######## design 1 ########
--- src/rtl/mem_accumulator.sv ---
// Memory-reduction engine: reads Count words from BaseAddr, reduces them
// (wrap sum, sat sum, max, min) and writes the result to DestAddr.
// Ports:
//   Clock, Reset        clock, async active-high reset
//   Start               command strobe, accepted only when idle
//   BaseAddr, Count     read window (wraps past top address)
//   DestAddr, Mode      result address, reduction select
//   Address             memory address (0 when no strobe)
//   ReadEnable          memory read strobe
//   WriteEnable         memory write strobe
//   DataIN              write data, always the accumulator
//   DataOut             memory read data, valid cycle after ReadEnable
//   Busy, Ready         command in flight / last command done
//   Overflow            last result wrapped or clamped
module mem_accumulator #(
  parameter int DATA_W = 16,
  parameter int ADDR_W = 5
) (
  input  logic              Clock,
  input  logic              Reset,
  input  logic              Start,
  input  logic [ADDR_W-1:0] BaseAddr,
  input  logic [ADDR_W:0]   Count,
  input  logic [ADDR_W-1:0] DestAddr,
  input  logic [1:0]        Mode,
  output logic [ADDR_W-1:0] Address,
  output logic              ReadEnable,
  output logic              WriteEnable,
  output logic [DATA_W-1:0] DataIN,
  input  logic [DATA_W-1:0] DataOut,
  output logic              Busy,
  output logic              Ready,
  output logic              Overflow
);

  typedef enum logic [1:0] {
    S_IDLE,
    S_READ,
    S_ACC,
    S_WRITE
  } state_t;

  state_t              r_state;
  state_t              w_next;
  logic [ADDR_W-1:0]   r_base;
  logic [ADDR_W:0]     r_count;
  logic [ADDR_W-1:0]   r_dest;
  logic [1:0]          r_mode;
  logic [ADDR_W:0]     r_idx;
  logic [DATA_W-1:0]   r_acc;
  logic                r_ovf;
  logic                r_busy;
  logic                r_ready;
  logic                r_wr;

  logic                w_accept;
  logic [ADDR_W:0]     w_idx_inc;
  logic [DATA_W:0]     w_sum;
  logic [DATA_W-1:0]   w_comb;
  logic                w_comb_ovf;

  // Busy/Ready/write strobe are registered one cycle behind the state,
  // so the tail cycle after WRITE (state already IDLE) still reads busy
  // and must not accept a new command.
  assign w_accept  = (r_state == S_IDLE) && !r_busy && Start;
  assign w_idx_inc = r_idx + 1'b1;
  assign w_sum     = {1'b0, r_acc} + {1'b0, DataOut};

  always_comb begin
    w_comb     = r_acc;
    w_comb_ovf = 1'b0;
    unique case (r_mode)
      2'b00: begin
        w_comb     = w_sum[DATA_W-1:0];
        w_comb_ovf = w_sum[DATA_W];
      end
      2'b01: begin
        w_comb     = w_sum[DATA_W] ? '1 : w_sum[DATA_W-1:0];
        w_comb_ovf = w_sum[DATA_W];
      end
      2'b10: w_comb = (DataOut > r_acc) ? DataOut : r_acc;
      2'b11: w_comb = (DataOut < r_acc) ? DataOut : r_acc;
    endcase
  end

  always_comb begin
    w_next = r_state;
    unique case (r_state)
      S_IDLE: begin
        if (w_accept)
          w_next = (Count == '0) ? S_WRITE : S_READ;
      end
      S_READ:  w_next = S_ACC;
      S_ACC:   w_next = (w_idx_inc < r_count) ? S_READ : S_WRITE;
      S_WRITE: w_next = S_IDLE;
    endcase
  end

  always_comb begin
    ReadEnable  = (r_state == S_READ);
    WriteEnable = r_wr;
    Address     = '0;
    if (r_state == S_READ)
      Address = r_base + r_idx[ADDR_W-1:0];
    else if (r_wr)
      Address = r_dest;
    DataIN   = r_acc;
    Busy     = r_busy;
    Ready    = r_ready;
    Overflow = r_ovf;
  end

  always_ff @(posedge Clock or posedge Reset) begin
    if (Reset) begin
      r_state <= S_IDLE;
      r_base  <= '0;
      r_count <= '0;
      r_dest  <= '0;
      r_mode  <= '0;
      r_idx   <= '0;
      r_acc   <= '0;
      r_ovf   <= 1'b0;
      r_busy  <= 1'b0;
      r_ready <= 1'b0;
      r_wr    <= 1'b0;
    end else begin
      r_state <= w_next;
      r_busy  <= (r_state != S_IDLE);
      r_wr    <= (r_state == S_WRITE);
      if (r_wr)
        r_ready <= 1'b1;
      if (w_accept) begin
        r_base  <= BaseAddr;
        r_count <= Count;
        r_dest  <= DestAddr;
        r_mode  <= Mode;
        r_idx   <= '0;
        r_acc   <= (Mode == 2'b11) ? '1 : '0;
        r_ovf   <= 1'b0;
        r_ready <= 1'b0;
      end
      if (r_state == S_ACC) begin
        r_acc <= w_comb;
        r_ovf <= r_ovf | w_comb_ovf;
        r_idx <= w_idx_inc;
      end
    end
  end

endmodule

--- config.mk ---
export PLATFORM = sky130hd
export DESIGN_NAME = mem_accumulator
export DESIGN_NICKNAME = d
export VERILOG_FILES = /design/src/rtl/mem_accumulator.sv
export SDC_FILE = /design/constraint.sdc
export NUM_CORES = 1
export LEC_CHECK = 0
export CORE_MARGIN = 2
export CORE_UTILIZATION = 50
export CTS_BUF_LIST = sky130_fd_sc_hd__clkbuf_4
export CTS_CLUSTER_DIAMETER = 200
export DETAILED_ROUTE_END_ITERATION = 10
export PLACE_DENSITY = 0.76
export SLEW_MARGIN = 5
export SYNTH_ARGS = -nofsm -noshare
export SYNTH_HDL_FRONTEND = slang
export SYNTH_SLANG_ARGS = --single-unit
--- constraint.sdc ---
create_clock -name Clock -period 2.8 [get_ports Clock]
set_input_delay 0.56 -clock Clock [delete_from_list [all_inputs] [get_ports Clock]]
set_output_delay 0.56 -clock Clock [all_outputs]
set_load 0.01 [all_outputs]
==> flow_summary.yaml <==
# physical design summary
worst_hold_path:
  hold_path_end: "Ready"
  hp-class: "register to register"
final_timing:
  setup_viol: 0
  finalHoldViolCount: 0
  setup_slack_ns: 0.00867
  tns_ns: 0
  whs_ns: 0.523
placed_design:
  io_buffers: 62
  hpwl_mm: 6.82
  placed_area_sq_um: 4720
synthesis:
  ys_seq_elements: 46
  ys_cells: 387
  ys.warnings.count: 0
  synth.avg_cell_area_sq_um: 9.33
  synth-simple-area-share_pct: 13.5
  ys_sh_adder_pct: 15.7
floorplanning:
  ios: 63
  chipArea_sq_um: 7920
  num_rows: 30
  nWellTaps: 96
setup_path:
  setup.worst_path.end: "DataIN[1]"
  rr_endpoint: "DataIN[1]"
  path_cells: "clkdlybuf4s50_1, ha_2, o211ai_1, a2111oi_2, nor4b_2, mux2i_1, a31oi_4, nand2_2, buf_12, o22a_1"
  crit_type: "input port to register"
  crit_slowest_cell: "clkdlybuf4s50_1"
  cp_num_cells: 10
drt:
  wl_met1_mm: 3.82
  drtPass1Iterations: 4
  routed.top_layer: "met4"
  first_iter_violations: 125
  dr_total_vias: 3288
  dr_wl_met2_mm: 4.93
clock_network:
  numClockSinks: 46
  clk_path_buf_depth: 2
  clock_latency_ns: 0.37
  cts.repair.resized: 8
  clkSlewWorstSetupHoldPaths_ns: 0.14
  cts_tree: "yes"
  h-tree-depth: 2
layout:
  drive_gt1_share_pct: 23.6
  num-nonclk-inverters: 52
  fin_area_sq_um: 4910
  clkbuf_count: 5
  most-common-layout-cells: "clkdlybuf4s50_1 (56), buf_4 (56), inv_1 (51), dfrtp_1 (46), ha_1 (37)"
  mi_logic_area_sq_um: 2270
  areaGrowthSynthToFinish_pct: 36.0
  stdcell_count: 596
  final-nonclk-buf-share_pct: 22.2
  fill_cells: 552
  buffers: 121
pwr:
  switching_share_pct: 44.1
  maxPowerGroup: "combinational logic"
  ir_drop_v: 0.000577
run:
  warnings: 42
status:
  status: "completed"
global_routing:
  grt_max_degree: 47
  grtUsageMet1_pct: 27.1
  grt-ovfl-total: 0
  antenna_found_initial: 0
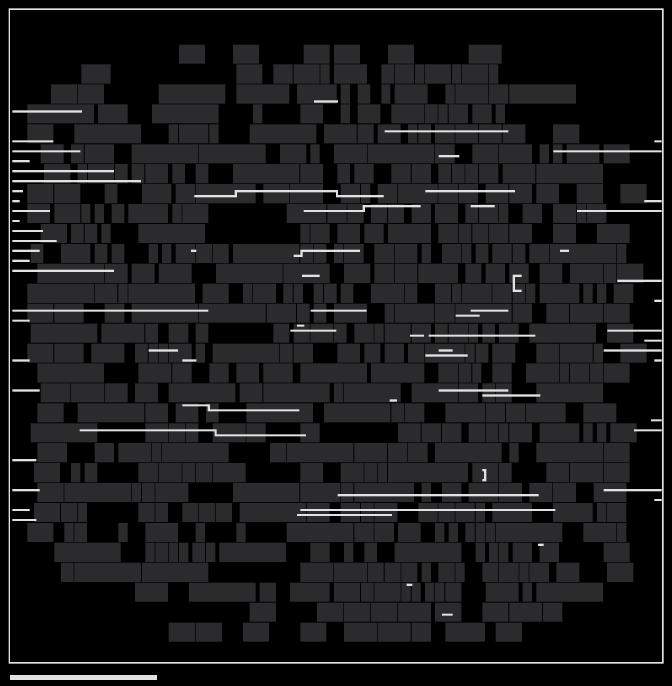
*Signal wires on met3, design 1*
Scale bar: 20 microns. Cells faint in the background.
wire length on this layer	493 microns
main direction	horizontal
longest straight run	34.5 microns
nets with wire on the layer	59
share of all routed wire	5.2%
GR Util met3: 5.72%
final WL: 9.50 mm


######## design 2 ########
<file path="config.mk">
export PLATFORM = sky130hd
export DESIGN_NAME = mem_port_arbiter
export DESIGN_NICKNAME = d
export VERILOG_FILES = /design/src/rtl/mem_port_arbiter_pkg.sv /design/src/rtl/mem_port_arbiter.sv
export SDC_FILE = /design/constraint.sdc
export NUM_CORES = 1
export LEC_CHECK = 0
export CORE_MARGIN = 2
export CORE_UTILIZATION = 35
export DETAILED_ROUTE_END_ITERATION = 12
export HOLD_SLACK_MARGIN = 0.05
export PLACE_DENSITY = 0.74
export SYNTH_ARGS = -nofsm -noshare
export SYNTH_HDL_FRONTEND = slang
export SYNTH_SLANG_ARGS = --single-unit
</file>
<file path="constraint.sdc">
create_clock -name CK_REF -period 3.73 [get_ports CK_REF]
set_input_delay 0.5595 -clock CK_REF [delete_from_list [all_inputs] [get_ports CK_REF]]
set_output_delay 0.5595 -clock CK_REF [all_outputs]
set_load 0.02 [all_outputs]
</file>
<file path="src/rtl/mem_port_arbiter_pkg.sv">
// Shared types and constants for the instruction/data memory port arbiter.
package mem_port_arbiter_pkg;

    typedef enum logic [1:0] {
        ST_IDLE    = 2'd0,
        ST_IF_BUSY = 2'd1,
        ST_DM_BUSY = 2'd2
    } state_e;

    localparam logic [31:0] ERR_RDATA          = 32'hDEAD_BEEF;
    localparam int unsigned DEF_TIMEOUT_CYCLES = 255;
    localparam int unsigned DEF_MAX_DM_STREAK  = 4;

endpackage

</file>
<file path="src/rtl/mem_port_arbiter.sv">
// Shares one registered memory port between instruction fetch and data access,
// with data priority, bounded fetch starvation and a transaction timeout.
module mem_port_arbiter
    import mem_port_arbiter_pkg::*;
#(
    parameter int unsigned TIMEOUT_CYCLES = DEF_TIMEOUT_CYCLES,
    parameter int unsigned MAX_DM_STREAK  = DEF_MAX_DM_STREAK
) (
    input  logic        CK_REF,
    input  logic        RST,
    input  logic        IF_REQ,
    input  logic [31:0] IF_ADDR,
    output logic        IF_ACK,
    output logic [31:0] IF_RDATA,
    input  logic        DM_REQ,
    input  logic        DM_READ_WRN,
    input  logic [15:0] DM_ADDR,
    input  logic [31:0] DM_WDATA,
    output logic        DM_ACK,
    output logic [31:0] DM_RDATA,
    output logic        MEM_REQ,
    output logic        MEM_READ_WRN,
    output logic [31:0] MEM_ADDR,
    output logic [31:0] MEM_WDATA,
    input  logic        MEM_ACK,
    input  logic [31:0] MEM_RDATA,
    output logic        HALT,
    output logic        ERR
);

    state_e      state_q, state_d;
    logic        mem_req_q, mem_req_d;
    logic        mem_read_wrn_q, mem_read_wrn_d;
    logic [31:0] mem_addr_q, mem_addr_d;
    logic [31:0] mem_wdata_q, mem_wdata_d;
    logic        if_ack_q, if_ack_d;
    logic [31:0] if_rdata_q, if_rdata_d;
    logic        dm_ack_q, dm_ack_d;
    logic [31:0] dm_rdata_q, dm_rdata_d;
    logic [31:0] streak_q, streak_d;
    logic [31:0] busy_cnt_q, busy_cnt_d;
    logic        err_q, err_d;

    logic if_elig, dm_elig, grant_if, grant_dm, done, timed_out;
    logic [31:0] done_rdata;

    always_comb begin
        state_d        = state_q;
        mem_req_d      = mem_req_q;
        mem_read_wrn_d = mem_read_wrn_q;
        mem_addr_d     = mem_addr_q;
        mem_wdata_d    = mem_wdata_q;
        if_ack_d       = 1'b0;
        if_rdata_d     = '0;
        dm_ack_d       = 1'b0;
        dm_rdata_d     = '0;
        streak_d       = streak_q;
        busy_cnt_d     = busy_cnt_q;
        err_d          = err_q;
        done           = 1'b0;
        done_rdata     = '0;

        // No grant while an ACK is out: the acked side is ineligible, and
        // holding the other side one cycle lets a requester that re-asserts
        // straight after its ACK compete under the streak rule.
        if_elig   = IF_REQ && !if_ack_q && !dm_ack_q;
        dm_elig   = DM_REQ && !dm_ack_q && !if_ack_q;
        grant_if  = if_elig && (!dm_elig || streak_q == MAX_DM_STREAK);
        grant_dm  = dm_elig && !grant_if;
        timed_out = (TIMEOUT_CYCLES != 0) && (busy_cnt_q + 32'd1 == TIMEOUT_CYCLES);

        case (state_q)
            ST_IDLE: begin
                if (grant_if) begin
                    state_d        = ST_IF_BUSY;
                    mem_req_d      = 1'b1;
                    mem_read_wrn_d = 1'b1;
                    mem_addr_d     = IF_ADDR;
                    mem_wdata_d    = '0;
                    busy_cnt_d     = '0;
                    streak_d       = '0;
                end else if (grant_dm) begin
                    state_d        = ST_DM_BUSY;
                    mem_req_d      = 1'b1;
                    mem_read_wrn_d = DM_READ_WRN;
                    mem_addr_d     = {16'h0000, DM_ADDR};
                    mem_wdata_d    = DM_WDATA;
                    busy_cnt_d     = '0;
                    if (IF_REQ && streak_q != MAX_DM_STREAK)
                        streak_d = streak_q + 32'd1;
                end
            end
            ST_IF_BUSY, ST_DM_BUSY: begin
                if (MEM_ACK) begin
                    done       = 1'b1;
                    done_rdata = mem_read_wrn_q ? MEM_RDATA : 32'h0;
                end else if (timed_out) begin
                    done       = 1'b1;
                    done_rdata = ERR_RDATA;
                    err_d      = 1'b1;
                end else if (busy_cnt_q != '1) begin
                    busy_cnt_d = busy_cnt_q + 32'd1;
                end
                if (done) begin
                    state_d   = ST_IDLE;
                    mem_req_d = 1'b0;
                    if (state_q == ST_IF_BUSY) begin
                        if_ack_d   = 1'b1;
                        if_rdata_d = done_rdata;
                    end else begin
                        dm_ack_d   = 1'b1;
                        dm_rdata_d = done_rdata;
                    end
                end
            end
            default: state_d = ST_IDLE;
        endcase

        if (!IF_REQ)
            streak_d = '0;
    end

    always_ff @(posedge CK_REF) begin
        if (RST) begin
            state_q        <= ST_IDLE;
            mem_req_q      <= 1'b0;
            mem_read_wrn_q <= 1'b0;
            mem_addr_q     <= '0;
            mem_wdata_q    <= '0;
            if_ack_q       <= 1'b0;
            if_rdata_q     <= '0;
            dm_ack_q       <= 1'b0;
            dm_rdata_q     <= '0;
            streak_q       <= '0;
            busy_cnt_q     <= '0;
            err_q          <= 1'b0;
        end else begin
            state_q        <= state_d;
            mem_req_q      <= mem_req_d;
            mem_read_wrn_q <= mem_read_wrn_d;
            mem_addr_q     <= mem_addr_d;
            mem_wdata_q    <= mem_wdata_d;
            if_ack_q       <= if_ack_d;
            if_rdata_q     <= if_rdata_d;
            dm_ack_q       <= dm_ack_d;
            dm_rdata_q     <= dm_rdata_d;
            streak_q       <= streak_d;
            busy_cnt_q     <= busy_cnt_d;
            err_q          <= err_d;
        end
    end

    assign MEM_REQ      = mem_req_q;
    assign MEM_READ_WRN = mem_read_wrn_q;
    assign MEM_ADDR     = mem_addr_q;
    assign MEM_WDATA    = mem_wdata_q;
    assign IF_ACK       = if_ack_q;
    assign IF_RDATA     = if_rdata_q;
    assign DM_ACK       = dm_ack_q;
    assign DM_RDATA     = dm_rdata_q;
    assign ERR          = err_q;
    assign HALT         = !RST && ((IF_REQ && !if_ack_q) || (DM_REQ && !dm_ack_q));

endmodule
</file>
==> flow_summary.yaml <==
# physical design summary
layout:
  sh_comb_area_pct: 34.8
  drive_gt1_share_pct: 9.40
  antenna_cells: 0
  final_common_cell: "clkdlybuf4s50_1"
  areaGrowthSynthToFinish_pct: 39.7
  num-nonclk-inverters: 15
  logic_gates: 744
  fill_cells: 2269
  clkbuf_count: 17
  flops: 199
  most-common-layout-cells: "clkdlybuf4s50_1 (250), dfxtp_1 (198), nand2_1 (174), a21oi_1 (99), nand3_1 (88)"
  finalNetCount: 1389
  buffers: 287
  fin_area_sq_um: 12100
  final-clk-cell-share_pct: 5.00
synthesis:
  topCellsByArea: "dfxtp_1 (46%), nand2_1 (7.6%), a21oi_1 (5.7%)"
  synth_cell_types: 64
  ys_cells: 1050
  synth.avg_cell_area_sq_um: 8.23
  synth.cells.most_frequent: "dfxtp_1 (199), nand2_1 (174), a21oi_1 (99)"
  synthTopLogicFamily: "simple AND/OR/NAND/NOR gates"
  ys_seq_elements: 199
setup_path:
  reg2reg_from: "busy_cnt_q[4]"
  r2r_slack_ns: 0.22
  path_cells: "and3_2, buf_4, and4_1, nand4_1, xor2_1, nand3_1, or4_1, nor2b_4, or3b_2, buf_4, a21oi_1"
  crit_family: "simple AND/OR/NAND/NOR gates"
  crit_type: "register to register"
  ff2ff_path_depth: 11
  cpPeakStageDelay_ns: 0.54
  cp_num_cells: 11
global_routing:
  antenna_found_initial: 0
  grt_first_pass_wirelength_mm: 41.1
floorplanning:
  die_h_microns: 161
  coreArea_sq_um: 24300
  die_w_microns: 161
pwr:
  seq_power_share_pct: 43.7
  power.total_w: 0.00522
  powerSeq_w: 0.00228
  maxPowerGroup: "registers"
  p_clk_share_pct: 36.1
final_timing:
  tightestPinTransition_ns: 0.963
  rsz0062_at_grt: "no"
  tns_ns: 0
  slew_headroom_pct: 35.5
  skew_ns: 0.0168
  whs_ns: 0.450
drt:
  routed_via_density: 5.29
  dr_wl_met3_mm: 2.02
  dr_wl_met2_mm: 11.9
  drtPass1Iterations: 5
  post_drt_wl_per_cell_microns: 15.8
  detail-route-antenna-nets: 0
worst_hold_path:
  hold_path_end: "MEM_ADDR[25]"
status:
  status: "completed"
clock_network:
  post_cts_buffers: 0
  cts.repair.resized: 0
  clock_latency_ns: 0.44
  cts_made_buffers: 17
placed_design:
  io_buffers: 251
run:
  warnings: 30
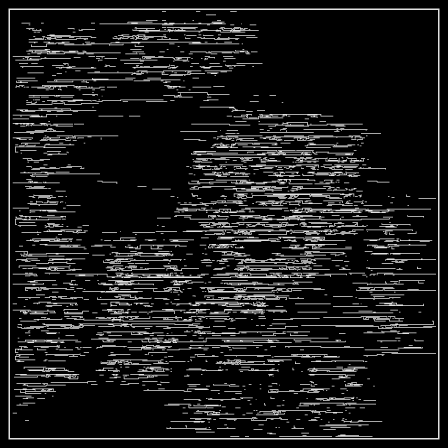
*Metal 1, design 2*
wire length on this layer	10600 microns
nets with wire on the layer	1235
longest straight run	47.4 microns
share of all routed wire	42%
main direction	horizontal
met1 Track Usage GR: 23.3%
final WL: 25.2 mm
routed vias: 8472

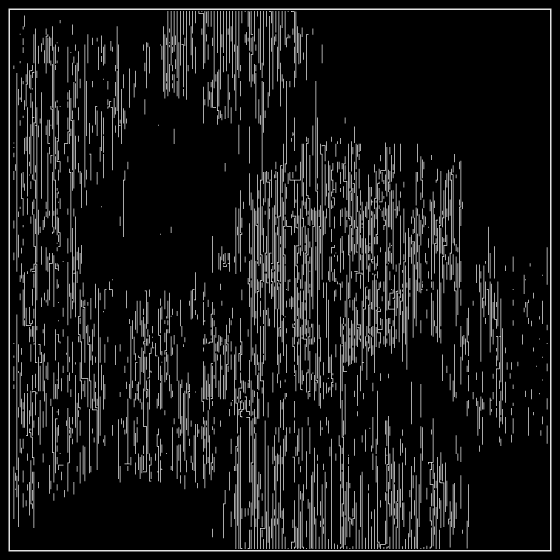
*M2 wires, design 2*
nets with wire on the layer	1148
share of all routed wire	47%
grt met2 use: 32.0%

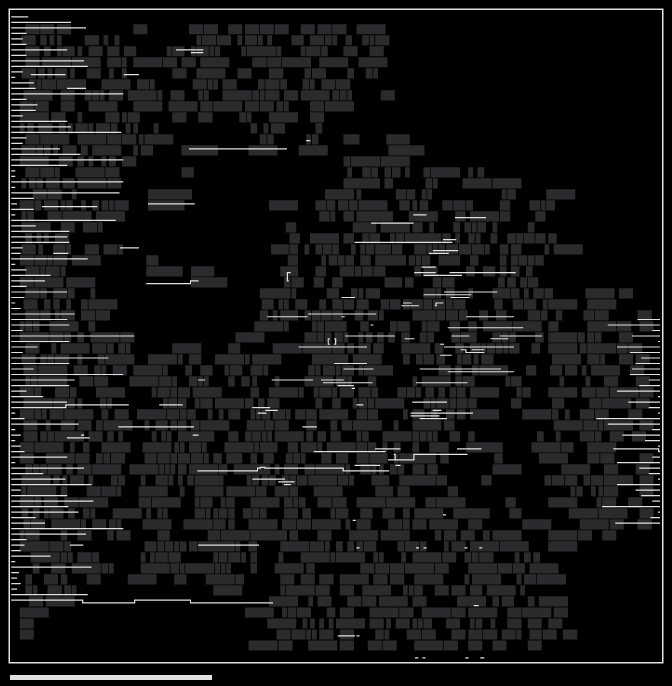
*Signal wires on met3, design 2*
Scale bar: 50 microns. Cells faint in the background.
longest straight run	30.1 microns
main direction	horizontal
share of all routed wire	8.0%
wire length on this layer	2020 microns
nets with wire on the layer	212
GR Util met3: 6.32%


######## design 3 ########
### Metal 1, design 3

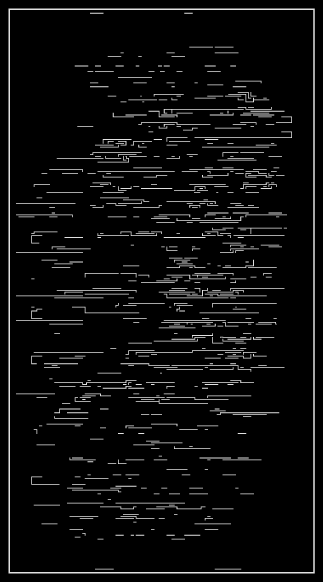
### M2 wires, design 3

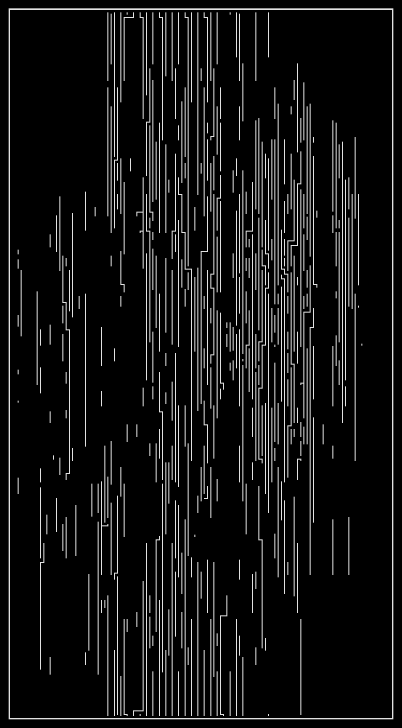
### Signal wires on met3, design 3

Scale bar: 20 microns. Cells faint in the background.
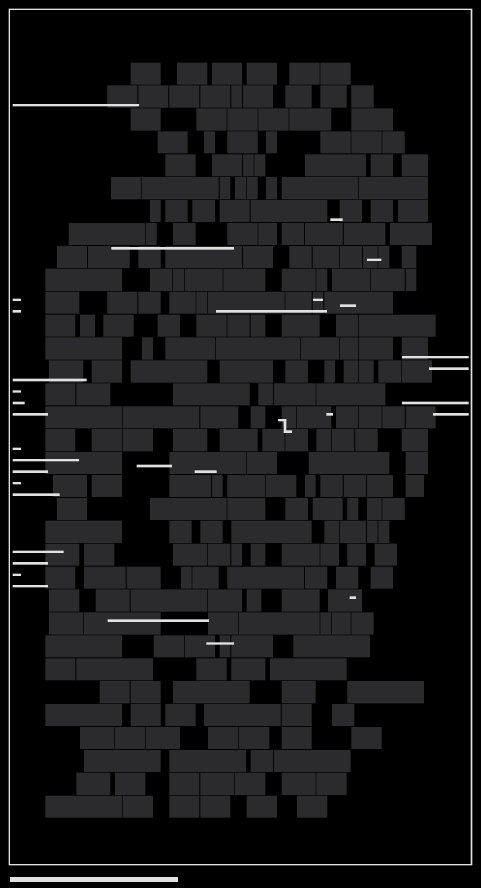
File: config.mk
export PLATFORM = sky130hd
export DESIGN_NAME = register_read_arbiter_flat
export DESIGN_NICKNAME = d
export VERILOG_FILES = /design/src/rtl/reg_file_pkg.sv /design/src/rtl/register_read_arbiter_if.sv /design/src/rtl/register_read_arbiter_rr_pick.sv /design/src/rtl/register_read_arbiter.sv /design/src/flat_wrapper.sv
export SDC_FILE = /design/constraint.sdc
export NUM_CORES = 1
export LEC_CHECK = 0
export CORE_ASPECT_RATIO = 2
export CORE_MARGIN = 4
export CORE_UTILIZATION = 42
export CTS_BUF_LIST = sky130_fd_sc_hd__clkbuf_8
export DETAILED_ROUTE_END_ITERATION = 10
export PLACE_DENSITY = 0.79
export SYNTH_ARGS = -nofsm -noshare
export SYNTH_HDL_FRONTEND = slang
export SYNTH_SLANG_ARGS = --single-unit
File: constraint.sdc
create_clock -name clk -period 2.5 [get_ports clk]
set_input_delay 0.5 -clock clk [delete_from_list [all_inputs] [get_ports clk]]
set_output_delay 0.5 -clock clk [all_outputs]
set_load 0.02 [all_outputs]
File: src/rtl/reg_file_pkg.sv
`default_nettype none
// ============================================================================
// Module      : reg_file_pkg
// Description : Shared register-file geometry, word/index types and the
//               saturating increment used by the grant statistics.
// Revision    : 1.0 - initial release
// ============================================================================
package reg_file_pkg;

    localparam int REG_DATA_W = 16;
    localparam int REG_ADDR_W = 4;
    localparam int REG_COUNT  = 16;
    localparam int STAT_W     = 16;

    typedef logic [REG_ADDR_W-1:0] reg_idx_t;
    typedef logic [REG_DATA_W-1:0] reg_word_t;

    function automatic logic [STAT_W-1:0] sat_inc(input logic [STAT_W-1:0] v);
        return (v == {STAT_W{1'b1}}) ? v : v + 1'b1;
    endfunction

endpackage
`default_nettype wire

File: src/rtl/register_read_arbiter_if.sv
`default_nettype none
// ============================================================================
// Module      : register_read_arbiter_if
// Description : Requester / register-file side bundle of the read arbiter.
//               slave = arbiter view, master = requesters + register file.
// Revision    : 1.0 - initial release
// ============================================================================
interface register_read_arbiter_if #(
    parameter int NUM_REQ = 4,
    parameter int DATA_W  = 16,
    parameter int ADDR_W  = 4
);
    localparam int ID_W = $clog2(NUM_REQ);

    logic [NUM_REQ-1:0]        req;
    logic [NUM_REQ*ADDR_W-1:0] addr;
    logic [NUM_REQ-1:0]        gnt;
    logic [ADDR_W-1:0]         rf_sel;
    logic [DATA_W-1:0]         rf_data;
    logic [DATA_W-1:0]         rdata;
    logic                      rdata_valid;
    logic [ID_W-1:0]           rdata_id;

    modport slave (
        input  req, addr, rf_data,
        output gnt, rf_sel, rdata, rdata_valid, rdata_id
    );

    modport master (
        output req, addr, rf_data,
        input  gnt, rf_sel, rdata, rdata_valid, rdata_id
    );

endinterface
`default_nettype wire

File: src/rtl/register_read_arbiter_rr_pick.sv
`default_nettype none
// ============================================================================
// Module      : register_read_arbiter_rr_pick
// Description : Combinational round-robin picker: first set bit of i_eligible
//               searching from i_ptr upward, wrapping modulo NUM_REQ.
// Revision    : 1.0 - initial release
// ============================================================================
module register_read_arbiter_rr_pick #(
    parameter int NUM_REQ = 4,
    parameter int ID_W    = $clog2(NUM_REQ)
) (
    input  wire logic [NUM_REQ-1:0] i_eligible,
    input  wire logic [ID_W-1:0]    i_ptr,
    output logic                    o_found,
    output logic [NUM_REQ-1:0]      o_onehot,
    output logic [ID_W-1:0]         o_idx
);

    always_comb begin
        int         w_sum;
        logic [ID_W-1:0] w_k;
        o_found  = 1'b0;
        o_onehot = '0;
        o_idx    = '0;
        w_sum    = 0;
        w_k      = '0;
        // Walk offsets from farthest to nearest so the nearest hit wins.
        for (int off = NUM_REQ - 1; off >= 0; off--) begin
            w_sum = int'(i_ptr) + off;
            if (w_sum >= NUM_REQ) begin
                w_sum = w_sum - NUM_REQ;
            end
            w_k = ID_W'(w_sum);
            if (i_eligible[w_k]) begin
                o_found       = 1'b1;
                o_onehot      = '0;
                o_onehot[w_k] = 1'b1;
                o_idx         = w_k;
            end
        end
    end

endmodule
`default_nettype wire

File: src/rtl/register_read_arbiter.sv
`default_nettype none
// ============================================================================
// Module      : register_read_arbiter
// Description : Round-robin arbiter for the shared register-file read port.
//               Stage A grants and drives rf_sel, stage B captures rf_data.
//               Optional per-requester grant counters: REG_READ_ARB_STATS_EN.
// Revision    : 1.0 - initial release
// ============================================================================
module register_read_arbiter
    import reg_file_pkg::*;
#(
    parameter int NUM_REQ = 4,
    parameter int DATA_W  = REG_DATA_W,
    parameter int ADDR_W  = REG_ADDR_W
) (
    input  wire logic                       clk,
    input  wire logic                       rst_n,
    register_read_arbiter_if.slave          bus
`ifdef REG_READ_ARB_STATS_EN
    ,
    input  wire logic [$clog2(NUM_REQ)-1:0] stat_sel,
    output logic [STAT_W-1:0]               stat_count
`endif
);

    localparam int ID_W = $clog2(NUM_REQ);

    logic [NUM_REQ-1:0] w_eligible;
    logic [NUM_REQ-1:0] w_onehot;
    logic               w_found;
    logic [ID_W-1:0]    w_pick;
    logic [ADDR_W-1:0]  w_pick_addr;
    logic [ID_W-1:0]    w_ptr_next;

    logic [NUM_REQ-1:0] r_gnt;
    logic [ADDR_W-1:0]  r_rf_sel;
    logic [ID_W-1:0]    r_id_a;
    logic               r_vld_a;
    logic [ID_W-1:0]    r_ptr;
    logic [DATA_W-1:0]  r_rdata;
    logic [ID_W-1:0]    r_rdata_id;
    logic               r_rdata_valid;

    // Last cycle's grantee sits out one cycle so it can drop or update its request.
    assign w_eligible = bus.req & ~r_gnt;

    register_read_arbiter_rr_pick #(
        .NUM_REQ (NUM_REQ),
        .ID_W    (ID_W)
    ) u_rr_pick (
        .i_eligible (w_eligible),
        .i_ptr      (r_ptr),
        .o_found    (w_found),
        .o_onehot   (w_onehot),
        .o_idx      (w_pick)
    );

    always_comb begin
        w_pick_addr = '0;
        for (int i = 0; i < NUM_REQ; i++) begin
            if (w_onehot[i]) begin
                w_pick_addr = bus.addr[i*ADDR_W +: ADDR_W];
            end
        end
    end

    assign w_ptr_next = (int'(w_pick) == NUM_REQ - 1) ? '0 : w_pick + 1'b1;

    always_ff @(posedge clk or negedge rst_n) begin
        if (!rst_n) begin
            r_gnt    <= '0;
            r_rf_sel <= '0;
            r_id_a   <= '0;
            r_vld_a  <= 1'b0;
            r_ptr    <= '0;
        end else begin
            r_gnt   <= w_onehot;
            r_vld_a <= w_found;
            if (w_found) begin
                r_rf_sel <= w_pick_addr;
                r_id_a   <= w_pick;
                r_ptr    <= w_ptr_next;
            end
        end
    end

    always_ff @(posedge clk or negedge rst_n) begin
        if (!rst_n) begin
            r_rdata       <= '0;
            r_rdata_id    <= '0;
            r_rdata_valid <= 1'b0;
        end else begin
            r_rdata_valid <= r_vld_a;
            if (r_vld_a) begin
                r_rdata    <= bus.rf_data;
                r_rdata_id <= r_id_a;
            end
        end
    end

    assign bus.gnt         = r_gnt;
    assign bus.rf_sel      = r_rf_sel;
    assign bus.rdata       = r_rdata;
    assign bus.rdata_valid = r_rdata_valid;
    assign bus.rdata_id    = r_rdata_id;

`ifdef REG_READ_ARB_STATS_EN
    logic [STAT_W-1:0] r_stat_cnt [NUM_REQ];

    always_ff @(posedge clk or negedge rst_n) begin
        if (!rst_n) begin
            for (int i = 0; i < NUM_REQ; i++) begin
                r_stat_cnt[i] <= '0;
            end
        end else begin
            for (int i = 0; i < NUM_REQ; i++) begin
                if (w_onehot[i]) begin
                    r_stat_cnt[i] <= sat_inc(r_stat_cnt[i]);
                end
            end
        end
    end

    assign stat_count = r_stat_cnt[stat_sel];
`endif

endmodule
`default_nettype wire

File: src/flat_wrapper.sv
// flat-port wrapper written by rule: the top's interface ports become plain ports
module register_read_arbiter_flat import reg_file_pkg::*;
#(
    parameter int NUM_REQ = 4,
    parameter int DATA_W  = REG_DATA_W,
    parameter int ADDR_W  = REG_ADDR_W
)
  (clk, rst_n, bus_req, bus_addr, bus_rf_data, bus_gnt, bus_rf_sel, bus_rdata, bus_rdata_valid, bus_rdata_id);
  register_read_arbiter_if #(.NUM_REQ(NUM_REQ), .DATA_W(DATA_W), .ADDR_W(ADDR_W)) bus_i ();
  input  wire logic clk;
  input  wire logic rst_n;
  input wire logic [$bits(bus_i.req)-1:0] bus_req;
  input wire logic [$bits(bus_i.addr)-1:0] bus_addr;
  input wire logic [$bits(bus_i.rf_data)-1:0] bus_rf_data;
  output wire logic [$bits(bus_i.gnt)-1:0] bus_gnt;
  output wire logic [$bits(bus_i.rf_sel)-1:0] bus_rf_sel;
  output wire logic [$bits(bus_i.rdata)-1:0] bus_rdata;
  output wire logic [$bits(bus_i.rdata_valid)-1:0] bus_rdata_valid;
  output wire logic [$bits(bus_i.rdata_id)-1:0] bus_rdata_id;
  assign bus_i.req = bus_req;
  assign bus_i.addr = bus_addr;
  assign bus_i.rf_data = bus_rf_data;
  assign bus_gnt = bus_i.gnt;
  assign bus_rf_sel = bus_i.rf_sel;
  assign bus_rdata = bus_i.rdata;
  assign bus_rdata_valid = bus_i.rdata_valid;
  assign bus_rdata_id = bus_i.rdata_id;
  register_read_arbiter #(.NUM_REQ(NUM_REQ), .DATA_W(DATA_W), .ADDR_W(ADDR_W)) u_core (.clk(clk), .rst_n(rst_n), .bus(bus_i));
endmodule
==> flow_summary.yaml <==
# physical design summary
final_timing:
  fin_crit_ns: 2.42
  rsz0062_at_grt: "yes"
  clock.fmax_mhz: 414
  skew_ns: 0.00595
pwr:
  ir_drop_v: 0.000929
  powerSeq_w: 0.000903
  switching_share_pct: 41.9
  power.internal_w: 0.00240
worst_hold_path:
  min_from: "u_core.r_id_a[0]"
  hp-class: "register to register"
layout:
  most-common-layout-cells: "clkdlybuf4s50_1 (60), buf_4 (32), dfrtp_1 (30), mux2_2 (18)"
  antenna_cells: 0
  fin_area_sq_um: 2950
clock_network:
  numClockSinks: 32
  cts_tree: "yes"
setup_path:
  r2r_slack_ns: 0.08
  ff2ff_path_depth: 8
  path_cells: "inv_4, buf_6, mux4_2, or4_4, a32oi_4, nor3_4, a22oi_1, nand2_1"
  crit_fanout: 5
  crit_buf_inv: 2
  cp_data_arrival_time_ns: 2.58
synthesis:
  yosysMostFrequentCell: "dfrtp_1"
  synth.avg_cell_area_sq_um: 11.7
  flop_cell: "dfrtp_1"
  synthMuxAreaShare_pct: 18.9
  seq_area_frac_synth_pct: 43.7
  synth_cell_types: 44
  ys_seq_elements: 32
run:
  warnings: 34
floorplanning:
  fp-utilization_pct: 43.9
  ios: 65
drt:
  dr_wl_met2_mm: 3.18
  wl_met1_mm: 1.75
  post_drt_wl_per_cell_microns: 17.0
global_routing:
  grt_usage_pct: 20.2
  grt_pass1_vias: 1707
  grt.busiest_layer: "met2"
placed_design:
  placed_cells_incl_taps: 295
status:
  status: "completed"
Notes on 'Metal 1' of design 3 above:
nets with wire on the layer	268
wire length on this layer	1750 microns
main direction	horizontal
share of all routed wire	34%
final WL: 5.22 mm
routed vias: 1631
met1 Track Usage GR: 19.6%

Notes on 'M2 wires' of design 3 above:
share of all routed wire	61%
nets with wire on the layer	269
longest straight run	40.1 microns
main direction	vertical
wire length on this layer	3180 microns
grt met2 use: 37.3%

Notes on 'Signal wires on met3' of design 3 above:
share of all routed wire	2.7%
longest straight run	14.7 microns
wire length on this layer	142 microns
main direction	horizontal
GR Util met3: 2.95%


######## design 4 ########
$ cat src/rtl/booth_seq_mult.sv
// Iterative radix-2 Booth multiplier with run-time signed/unsigned operands,
// valid/ready handshakes, zero-operand fast path and synchronous abort.
`timescale 1ns/1ps
module booth_seq_mult #(
    parameter int WIDTH     = 32,
    parameter int ZERO_SKIP = 1
) (
    input  logic                 clk,
    input  logic                 reset,
    input  logic                 en,
    input  logic                 abort,
    input  logic                 in_valid,
    output logic                 in_ready,
    input  logic                 signed_mode,
    input  logic [WIDTH-1:0]     inputA,
    input  logic [WIDTH-1:0]     inputB,
    output logic                 out_valid,
    input  logic                 out_ready,
    output logic [2*WIDTH-1:0]   result
);

    localparam int EW = WIDTH + 1;
    localparam int PW = WIDTH + 2;
    localparam int CW = $clog2(WIDTH + 2);
    localparam logic [CW-1:0] CNT_LOAD = CW'(WIDTH + 1);
    localparam logic [CW-1:0] CNT_ONE  = CW'(32'd1);
    localparam logic          SKIP_EN  = (ZERO_SKIP != 32'sd0);

    typedef enum logic [1:0] {
        IDLE_S = 2'd0,
        CALC_S = 2'd1,
        DONE_S = 2'd2
    } state_t;

    // One Booth iteration: add/subtract the multiplicand into the upper part,
    // then arithmetic-shift {upper, multiplier, q(-1)} right by one.
    function automatic logic [PW+EW:0] booth_step(
        input logic [PW-1:0] hi,
        input logic [EW-1:0] lo,
        input logic          qm1,
        input logic [EW-1:0] mcand
    );
        logic [PW-1:0] m_ext;
        logic [PW-1:0] sum;
        m_ext = {mcand[EW-1], mcand};
        case ({lo[0], qm1})
            2'b01:   sum = hi + m_ext;
            2'b10:   sum = hi - m_ext;
            default: sum = hi;
        endcase
        booth_step = {sum[PW-1], sum, lo};
    endfunction

    state_t                 state_r;
    state_t                 state_n;
    logic [PW-1:0]          acc_hi_r;
    logic [EW-1:0]          acc_lo_r;
    logic                   qm1_r;
    logic [EW-1:0]          mcand_r;
    logic [CW-1:0]          cnt_r;
    logic [2*WIDTH-1:0]     result_r;
    logic                   out_valid_r;

    logic                   in_ready_s;
    logic                   accept_s;
    logic                   zero_s;
    logic                   last_s;
    logic [EW-1:0]          ext_a_s;
    logic [EW-1:0]          ext_b_s;
    logic [PW+EW:0]         step_s;

    assign in_ready_s = en & reset & (state_r == IDLE_S);
    assign accept_s   = in_valid & in_ready_s & ~abort;
    assign zero_s     = SKIP_EN & ((inputA == {WIDTH{1'b0}}) | (inputB == {WIDTH{1'b0}}));
    assign last_s     = (cnt_r == CNT_ONE);
    assign step_s     = booth_step(acc_hi_r, acc_lo_r, qm1_r, mcand_r);

    assign in_ready   = in_ready_s;
    assign out_valid  = out_valid_r;
    assign result     = result_r;

    // Operand extension to WIDTH+1 bits so the most negative value survives negation.
    always_comb begin
        ext_a_s = {1'b0, inputA};
        ext_b_s = {1'b0, inputB};
        if (signed_mode) begin
            ext_a_s = {inputA[WIDTH-1], inputA};
            ext_b_s = {inputB[WIDTH-1], inputB};
        end else begin
            ext_a_s = {1'b0, inputA};
            ext_b_s = {1'b0, inputB};
        end
    end

    // Next-state logic; abort outranks both accept and out_ready.
    always_comb begin
        state_n = state_r;
        if (en) begin
            case (state_r)
                IDLE_S: begin
                    if (accept_s) begin
                        state_n = zero_s ? DONE_S : CALC_S;
                    end else begin
                        state_n = IDLE_S;
                    end
                end
                CALC_S: begin
                    if (abort) begin
                        state_n = IDLE_S;
                    end else if (last_s) begin
                        state_n = DONE_S;
                    end else begin
                        state_n = CALC_S;
                    end
                end
                DONE_S: begin
                    if (abort || out_ready) begin
                        state_n = IDLE_S;
                    end else begin
                        state_n = DONE_S;
                    end
                end
                default: state_n = IDLE_S;
            endcase
        end else begin
            state_n = state_r;
        end
    end

    // State register.
    always_ff @(posedge clk or negedge reset) begin
        if (!reset) begin
            state_r <= IDLE_S;
        end else begin
            state_r <= state_n;
        end
    end

    // Accumulator, multiplier, multiplicand and iteration counter.
    always_ff @(posedge clk or negedge reset) begin
        if (!reset) begin
            acc_hi_r <= {PW{1'b0}};
            acc_lo_r <= {EW{1'b0}};
            qm1_r    <= 1'b0;
            mcand_r  <= {EW{1'b0}};
            cnt_r    <= {CW{1'b0}};
        end else if (en) begin
            case (state_r)
                IDLE_S: begin
                    if (accept_s) begin
                        acc_hi_r <= {PW{1'b0}};
                        acc_lo_r <= ext_b_s;
                        qm1_r    <= 1'b0;
                        mcand_r  <= ext_a_s;
                        cnt_r    <= CNT_LOAD;
                    end
                end
                CALC_S: begin
                    if (!abort) begin
                        {acc_hi_r, acc_lo_r, qm1_r} <= step_s;
                        cnt_r <= cnt_r - CNT_ONE;
                    end
                end
                default: ;
            endcase
        end
    end

    // Registered outputs; result only changes on entry to DONE.
    always_ff @(posedge clk or negedge reset) begin
        if (!reset) begin
            out_valid_r <= 1'b0;
            result_r    <= {(2*WIDTH){1'b0}};
        end else if (en) begin
            out_valid_r <= (state_n == DONE_S);
            if ((state_r == CALC_S) && (state_n == DONE_S)) begin
                result_r <= step_s[2*WIDTH:1];
            end else if ((state_r == IDLE_S) && (state_n == DONE_S)) begin
                result_r <= {(2*WIDTH){1'b0}};
            end
        end
    end

endmodule
$ cat config.mk
export PLATFORM = sky130hd
export DESIGN_NAME = booth_seq_mult
export DESIGN_NICKNAME = d
export VERILOG_FILES = /design/src/rtl/booth_seq_mult.sv
export SDC_FILE = /design/constraint.sdc
export NUM_CORES = 1
export LEC_CHECK = 0
export CAP_MARGIN = 0
export CORE_MARGIN = 2
export CORE_UTILIZATION = 55
export CTS_CLUSTER_SIZE = 12
export DETAILED_ROUTE_END_ITERATION = 12
export GPL_ROUTABILITY_DRIVEN = 1
export PLACE_DENSITY = 0.8
export SLEW_MARGIN = 20
export SYNTH_ARGS = -nofsm -noshare
export SYNTH_HDL_FRONTEND = slang
export SYNTH_SLANG_ARGS = --single-unit
$ cat constraint.sdc
create_clock -name clk -period 5.1 [get_ports clk]
set_clock_uncertainty 0.15 [all_clocks]
set_input_delay 0.765 -clock clk [delete_from_list [all_inputs] [get_ports clk]]
set_output_delay 0.765 -clock clk [all_outputs]
set_load 0.1 [all_outputs]
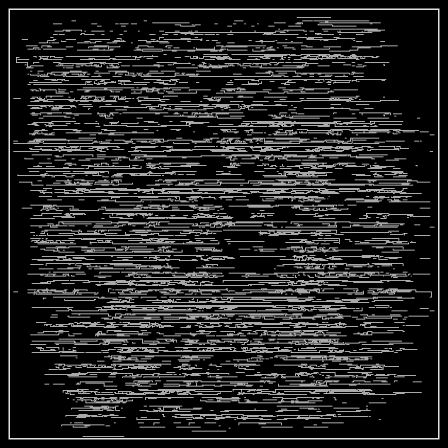
*Metal 1, design 4*
longest straight run	52.9 microns
nets with wire on the layer	1292
share of all routed wire	45%
met1 Track Usage GR: 44.4%
routed vias: 9419
final WL: 28.9 mm

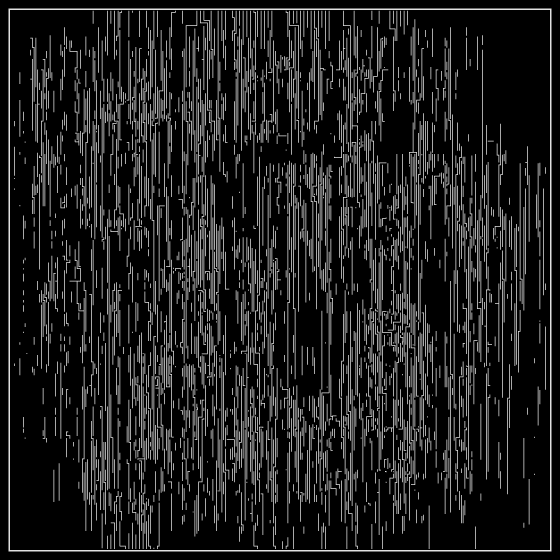
*M2 wires, design 4*
longest straight run	64.9 microns
share of all routed wire	46%
grt met2 use: 45.1%

==> flow_summary.yaml <==
# physical design summary
status:
  status: "completed"
clock_network:
  clkSlewWorstSetupHoldPaths_ns: 0.07
  clk_path_buf_depth: 2
  post_cts_buffers: 0
  cts.repair.resized: 0
drt:
  detail-route-antenna-nets: 0
  routed.top_layer: "met4"
  routed_via_density: 6.13
  dr_wl_met2_mm: 13.2
  drtPass1Iterations: 6
layout:
  fin_area_sq_um: 12200
  mi_logic_area_sq_um: 5340
  finalNetCount: 1404
  fill_cells: 1448
  sh_comb_area_pct: 43.8
  most-common-layout-cells: "nand2_1 (249), dfrtp_1 (173), clkdlybuf4s50_1 (134), o21ai_0 (114), nor2_1 (95)"
  largest_cell_class: "multi-input combinational cells"
  seq_area_sq_um: 4330
  final-nonclk-buf-share_pct: 12.5
worst_hold_path:
  hp-class: "input port to async pin"
placed_design:
  dp_slack_ns: 0.128
  io_buffers: 136
setup_path:
  crit_fanout: 8
  rr_endpoint: "acc_hi_r[30]"
  start_kind: "register"
  setup.worst_path.end: "acc_hi_r[30]"
  cp-end-kind: "register"
  ff2ff_path_depth: 16
  crit_type: "register to register"
synthesis:
  ys_seq_elements: 173
  synthMuxAreaShare_pct: 1.35
  synth.cells.most_frequent: "nand2_1 (250), dfrtp_1 (173), o21ai_0 (115)"
  synthTopLogicFamily: "simple AND/OR/NAND/NOR gates"
  async_flop_share_pct: 100
  top_area_share_pct: 43.2
  ys_sh_adder_pct: 4.82
  synth_cell_types: 69
  synth.cellmix.compoundShare_pct: 20.7
  ys_cells: 1189
  flop_cell: "dfrtp_1"
  top_area_cell: "dfrtp_1"
  seq_area_frac_synth_pct: 43.2
floorplanning:
  die_h_microns: 139
  die_w_microns: 139
  nWellTaps: 229
  chipArea_sq_um: 19300
final_timing:
  fin_crit_ns: 4.82
  setup_slack_ns: 0.275
  slew_headroom_pct: 30.9
  report.final.slew_viol_count: 0
  clock.fmax_mhz: 207
run:
  timing.max_cap.violations: 0
global_routing:
  grt_pass1_vias: 8714
  grt_first_pass_wirelength_mm: 46.2
  antenna_found_initial: 0

######## design 5 ########
### Metal 1, design 5

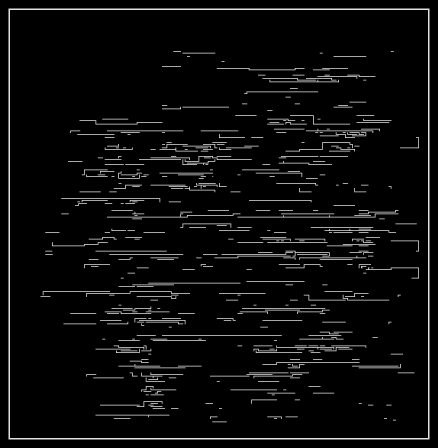
### M2 wires, design 5

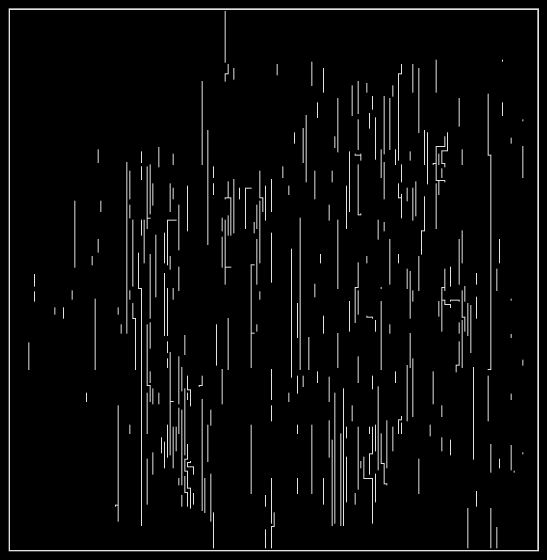
`config.mk`:
```
export PLATFORM = sky130hd
export DESIGN_NAME = btn_debounce_multi
export DESIGN_NICKNAME = d
export VERILOG_FILES = /design/src/rtl/btn_pkg.sv /design/src/rtl/btn_debounce_ch.sv /design/src/rtl/btn_debounce_multi.sv
export SDC_FILE = /design/constraint.sdc
export NUM_CORES = 1
export LEC_CHECK = 0
export CAP_MARGIN = 20
export CORE_AREA = 2 2 82 84
export DETAILED_ROUTE_END_ITERATION = 6
export DIE_AREA = 0 0 84 86
export GPL_TIMING_DRIVEN = 0
export SYNTH_ARGS = -nofsm -noshare
export SYNTH_HDL_FRONTEND = slang
export SYNTH_HIERARCHICAL = 1
export SYNTH_SLANG_ARGS = --single-unit
```
`constraint.sdc`:
```
create_clock -name clk -period 3.6 [get_ports clk]
set_clock_uncertainty 0.15 [all_clocks]
set_input_delay 0.72 -clock clk [delete_from_list [all_inputs] [get_ports clk]]
set_output_delay 0.72 -clock clk [all_outputs]
set_load 0.05 [all_outputs]
```
`src/rtl/btn_pkg.sv`:
```
// rtl/btn_pkg.sv - default rates and tick-divide helper for the button conditioner
package btn_pkg;

    localparam int DEF_CLK_HZ    = 100_000_000;
    localparam int DEF_SAMPLE_HZ = 100_000;
    localparam int DEF_DEPTH     = 8;

    function automatic int f_count(input int clk_hz, input int sample_hz);
        return clk_hz / sample_hz;
    endfunction

endpackage

```
`src/rtl/btn_debounce_ch.sv`:
```
// rtl/btn_debounce_ch.sv - one debounce channel; hold counter and o_long built under BTN_LONGPRESS_EN
module btn_debounce_ch
    import btn_pkg::*;
#(
    parameter int DEPTH      = DEF_DEPTH,
    parameter int LONG_TICKS = 50_000
) (
    input  logic clk,
    input  logic reset,
    input  logic tick,
    input  logic i_btn,
    output logic o_level,
    output logic o_press,
    output logic o_release,
    output logic o_long
);

    if (LONG_TICKS < 1) begin : g_bad_long_ticks
        $fatal(1, "btn_debounce_ch: LONG_TICKS must be >= 1");
    end

    logic             sync1;
    logic             sync2;
    logic [DEPTH-1:0] shreg;
    logic             all_ones;
    logic             all_zeros;

    // Synchroniser runs every clock; only the shift register is tick-gated.
    always_ff @(posedge clk or negedge reset) begin
        if (!reset) begin
            sync1 <= 1'b0;
            sync2 <= 1'b0;
        end else begin
            sync1 <= i_btn;
            sync2 <= sync1;
        end
    end

    always_ff @(posedge clk or negedge reset) begin
        if (!reset) begin
            shreg <= '0;
        end else if (tick) begin
            shreg <= {shreg[DEPTH-2:0], sync2};
        end
    end

    assign all_ones  = &shreg;
    assign all_zeros = ~|shreg;

    always_ff @(posedge clk or negedge reset) begin
        if (!reset) begin
            o_level   <= 1'b0;
            o_press   <= 1'b0;
            o_release <= 1'b0;
        end else begin
            o_press   <= 1'b0;
            o_release <= 1'b0;
            if (all_ones && !o_level) begin
                o_level <= 1'b1;
                o_press <= 1'b1;
            end else if (all_zeros && o_level) begin
                o_level   <= 1'b0;
                o_release <= 1'b1;
            end
        end
    end

`ifdef BTN_LONGPRESS_EN
    localparam int            HW        = $clog2(LONG_TICKS + 1);
    localparam logic [HW-1:0] HOLD_MAX  = HW'(LONG_TICKS);
    localparam logic [HW-1:0] HOLD_LAST = HW'(LONG_TICKS - 1);

    logic [HW-1:0] hold_cnt;

    // Saturating at HOLD_MAX keeps o_long from repeating until the level drops.
    always_ff @(posedge clk or negedge reset) begin
        if (!reset) begin
            hold_cnt <= '0;
            o_long   <= 1'b0;
        end else begin
            o_long <= o_level && tick && (hold_cnt == HOLD_LAST);
            if (!o_level) begin
                hold_cnt <= '0;
            end else if (tick && (hold_cnt != HOLD_MAX)) begin
                hold_cnt <= hold_cnt + HW'(1);
            end
        end
    end
`else
    assign o_long = 1'b0;
`endif

endmodule

```
`src/rtl/btn_debounce_multi.sv`:
```
// rtl/btn_debounce_multi.sv - multi-channel button debouncer top; long-press pulses built under BTN_LONGPRESS_EN
module btn_debounce_multi
    import btn_pkg::*;
#(
    parameter int CLK_HZ     = DEF_CLK_HZ,
    parameter int SAMPLE_HZ  = DEF_SAMPLE_HZ,
    parameter int DEPTH      = DEF_DEPTH,
    parameter int NUM_BTN    = 4,
    parameter int LONG_TICKS = 50_000
) (
    input  logic               clk,
    input  logic               reset,
    input  logic [NUM_BTN-1:0] i_btn,
    output logic [NUM_BTN-1:0] o_level,
    output logic [NUM_BTN-1:0] o_press,
    output logic [NUM_BTN-1:0] o_release,
    output logic [NUM_BTN-1:0] o_long
);

    localparam int            F_COUNT  = f_count(CLK_HZ, SAMPLE_HZ);
    localparam int            CW       = (F_COUNT > 1) ? $clog2(F_COUNT) : 1;
    localparam logic [CW-1:0] CNT_LAST = CW'(F_COUNT - 1);

    if (CLK_HZ % SAMPLE_HZ != 0) begin : g_bad_ratio
        $fatal(1, "btn_debounce_multi: CLK_HZ must be a multiple of SAMPLE_HZ");
    end
    if (F_COUNT < 2) begin : g_bad_fcount
        $fatal(1, "btn_debounce_multi: F_COUNT must be >= 2");
    end
    if (DEPTH < 2) begin : g_bad_depth
        $fatal(1, "btn_debounce_multi: DEPTH must be >= 2");
    end
    if (NUM_BTN < 1) begin : g_bad_num
        $fatal(1, "btn_debounce_multi: NUM_BTN must be >= 1");
    end

    logic [CW-1:0] tick_cnt;
    logic          tick;

    assign tick = (tick_cnt == CNT_LAST);

    always_ff @(posedge clk or negedge reset) begin
        if (!reset) begin
            tick_cnt <= '0;
        end else if (tick) begin
            tick_cnt <= '0;
        end else begin
            tick_cnt <= tick_cnt + CW'(1);
        end
    end

    for (genvar k = 0; k < NUM_BTN; k++) begin : g_ch
        btn_debounce_ch #(
            .DEPTH      (DEPTH),
            .LONG_TICKS (LONG_TICKS)
        ) u_ch (
            .clk       (clk),
            .reset     (reset),
            .tick      (tick),
            .i_btn     (i_btn[k]),
            .o_level   (o_level[k]),
            .o_press   (o_press[k]),
            .o_release (o_release[k]),
            .o_long    (o_long[k])
        );
    end

endmodule

```
==> flow_summary.yaml <==
# physical design summary
synthesis:
  ys_sh_adder_pct: 0.508
  synthXorXnorAreaFrac_pct: 1.78
  top_area_cell: "dfrtp_1"
  edf_count: 0
  topCellsByArea: "dfrtp_1 (63%), mux2_1 (11%), mux2_2 (3.7%)"
  async_flop_share_pct: 100
  syn-num-nets: 186
  seq_area_frac_synth_pct: 62.9
  synth-simple-area-share_pct: 12.0
worst_hold_path:
  hp-class: "register to register"
  min_from: "g_ch[1].u_ch/sync1"
layout:
  areaGrowthSynthToFinish_pct: 18.9
  largest_reg_flops: 32
  clkbuf_count: 11
  fin_area_sq_um: 2930
  sh_comb_area_pct: 28.6
  buffers: 27
  seq_area_sq_um: 1550
drt:
  wl_met1_mm: 1.84
  first_iter_violations: 66
  drtPass1Iterations: 3
clock_network:
  post_cts_buffers: 0
  clkSlewWorstSetupHoldPaths_ns: 0.07
  postCtsHoldBufs: 0
  cts.repair.resized: 0
run:
  timing.max_cap.violations: 0
placed_design:
  placed_area_sq_um: 2750
  gp_congestion: 0.699
global_routing:
  grt_max_degree: 36
  grt_usage_pct: 11.4
  grt-ovfl-total: 0
  grt.busiest_layer: "met2"
setup_path:
  ff2ff_path_depth: 7
  crit_buf_inv: 1
  crit_required_ns: 2.73
  crit_fanout: 3
  crit_family: "buffers and inverters"
pwr:
  power.total_w: 0.00129
final_timing:
  report.final.slew_viol_count: 0
floorplanning:
  nWellTaps: 77
status:
  status: "completed"
## Picture notes: 'Metal 1' of design 5
main direction	horizontal
nets with wire on the layer	191
wire length on this layer	1840 microns
routed vias: 1398
final WL: 3.56 mm
met1 Track Usage GR: 15.0%

## Picture notes: 'M2 wires' of design 5
share of all routed wire	43%
longest straight run	37.7 microns
main direction	vertical
nets with wire on the layer	182
wire length on this layer	1530 microns
grt met2 use: 15.3%



==> layout pictures side by side <==
Routing congestion map.
(a)
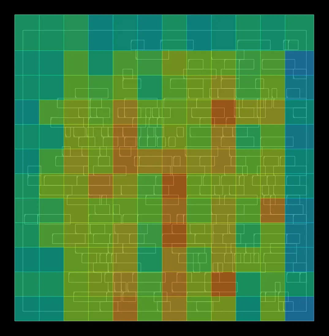
(b)
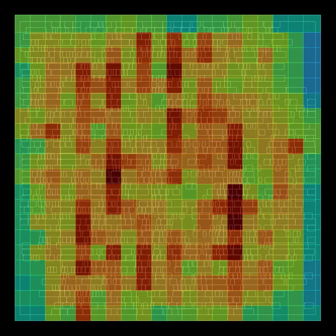
(c)
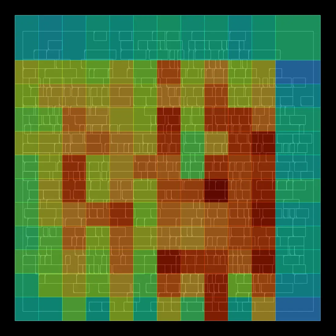
(d)
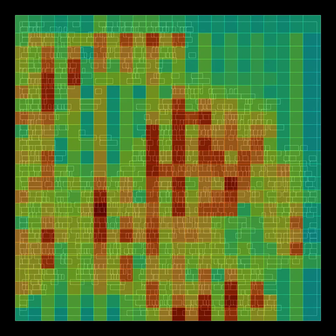
(e)
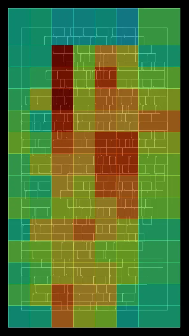
(e) comes from design 3.
(a) comes from design 5.
(b) comes from design 4.
(c) comes from design 1.
(d) comes from design 2.
The one with the least wire per cell is (a).
The one with the lowest track usage is (a).

No activity file was given, so power comes from the tool's default toggle rates.
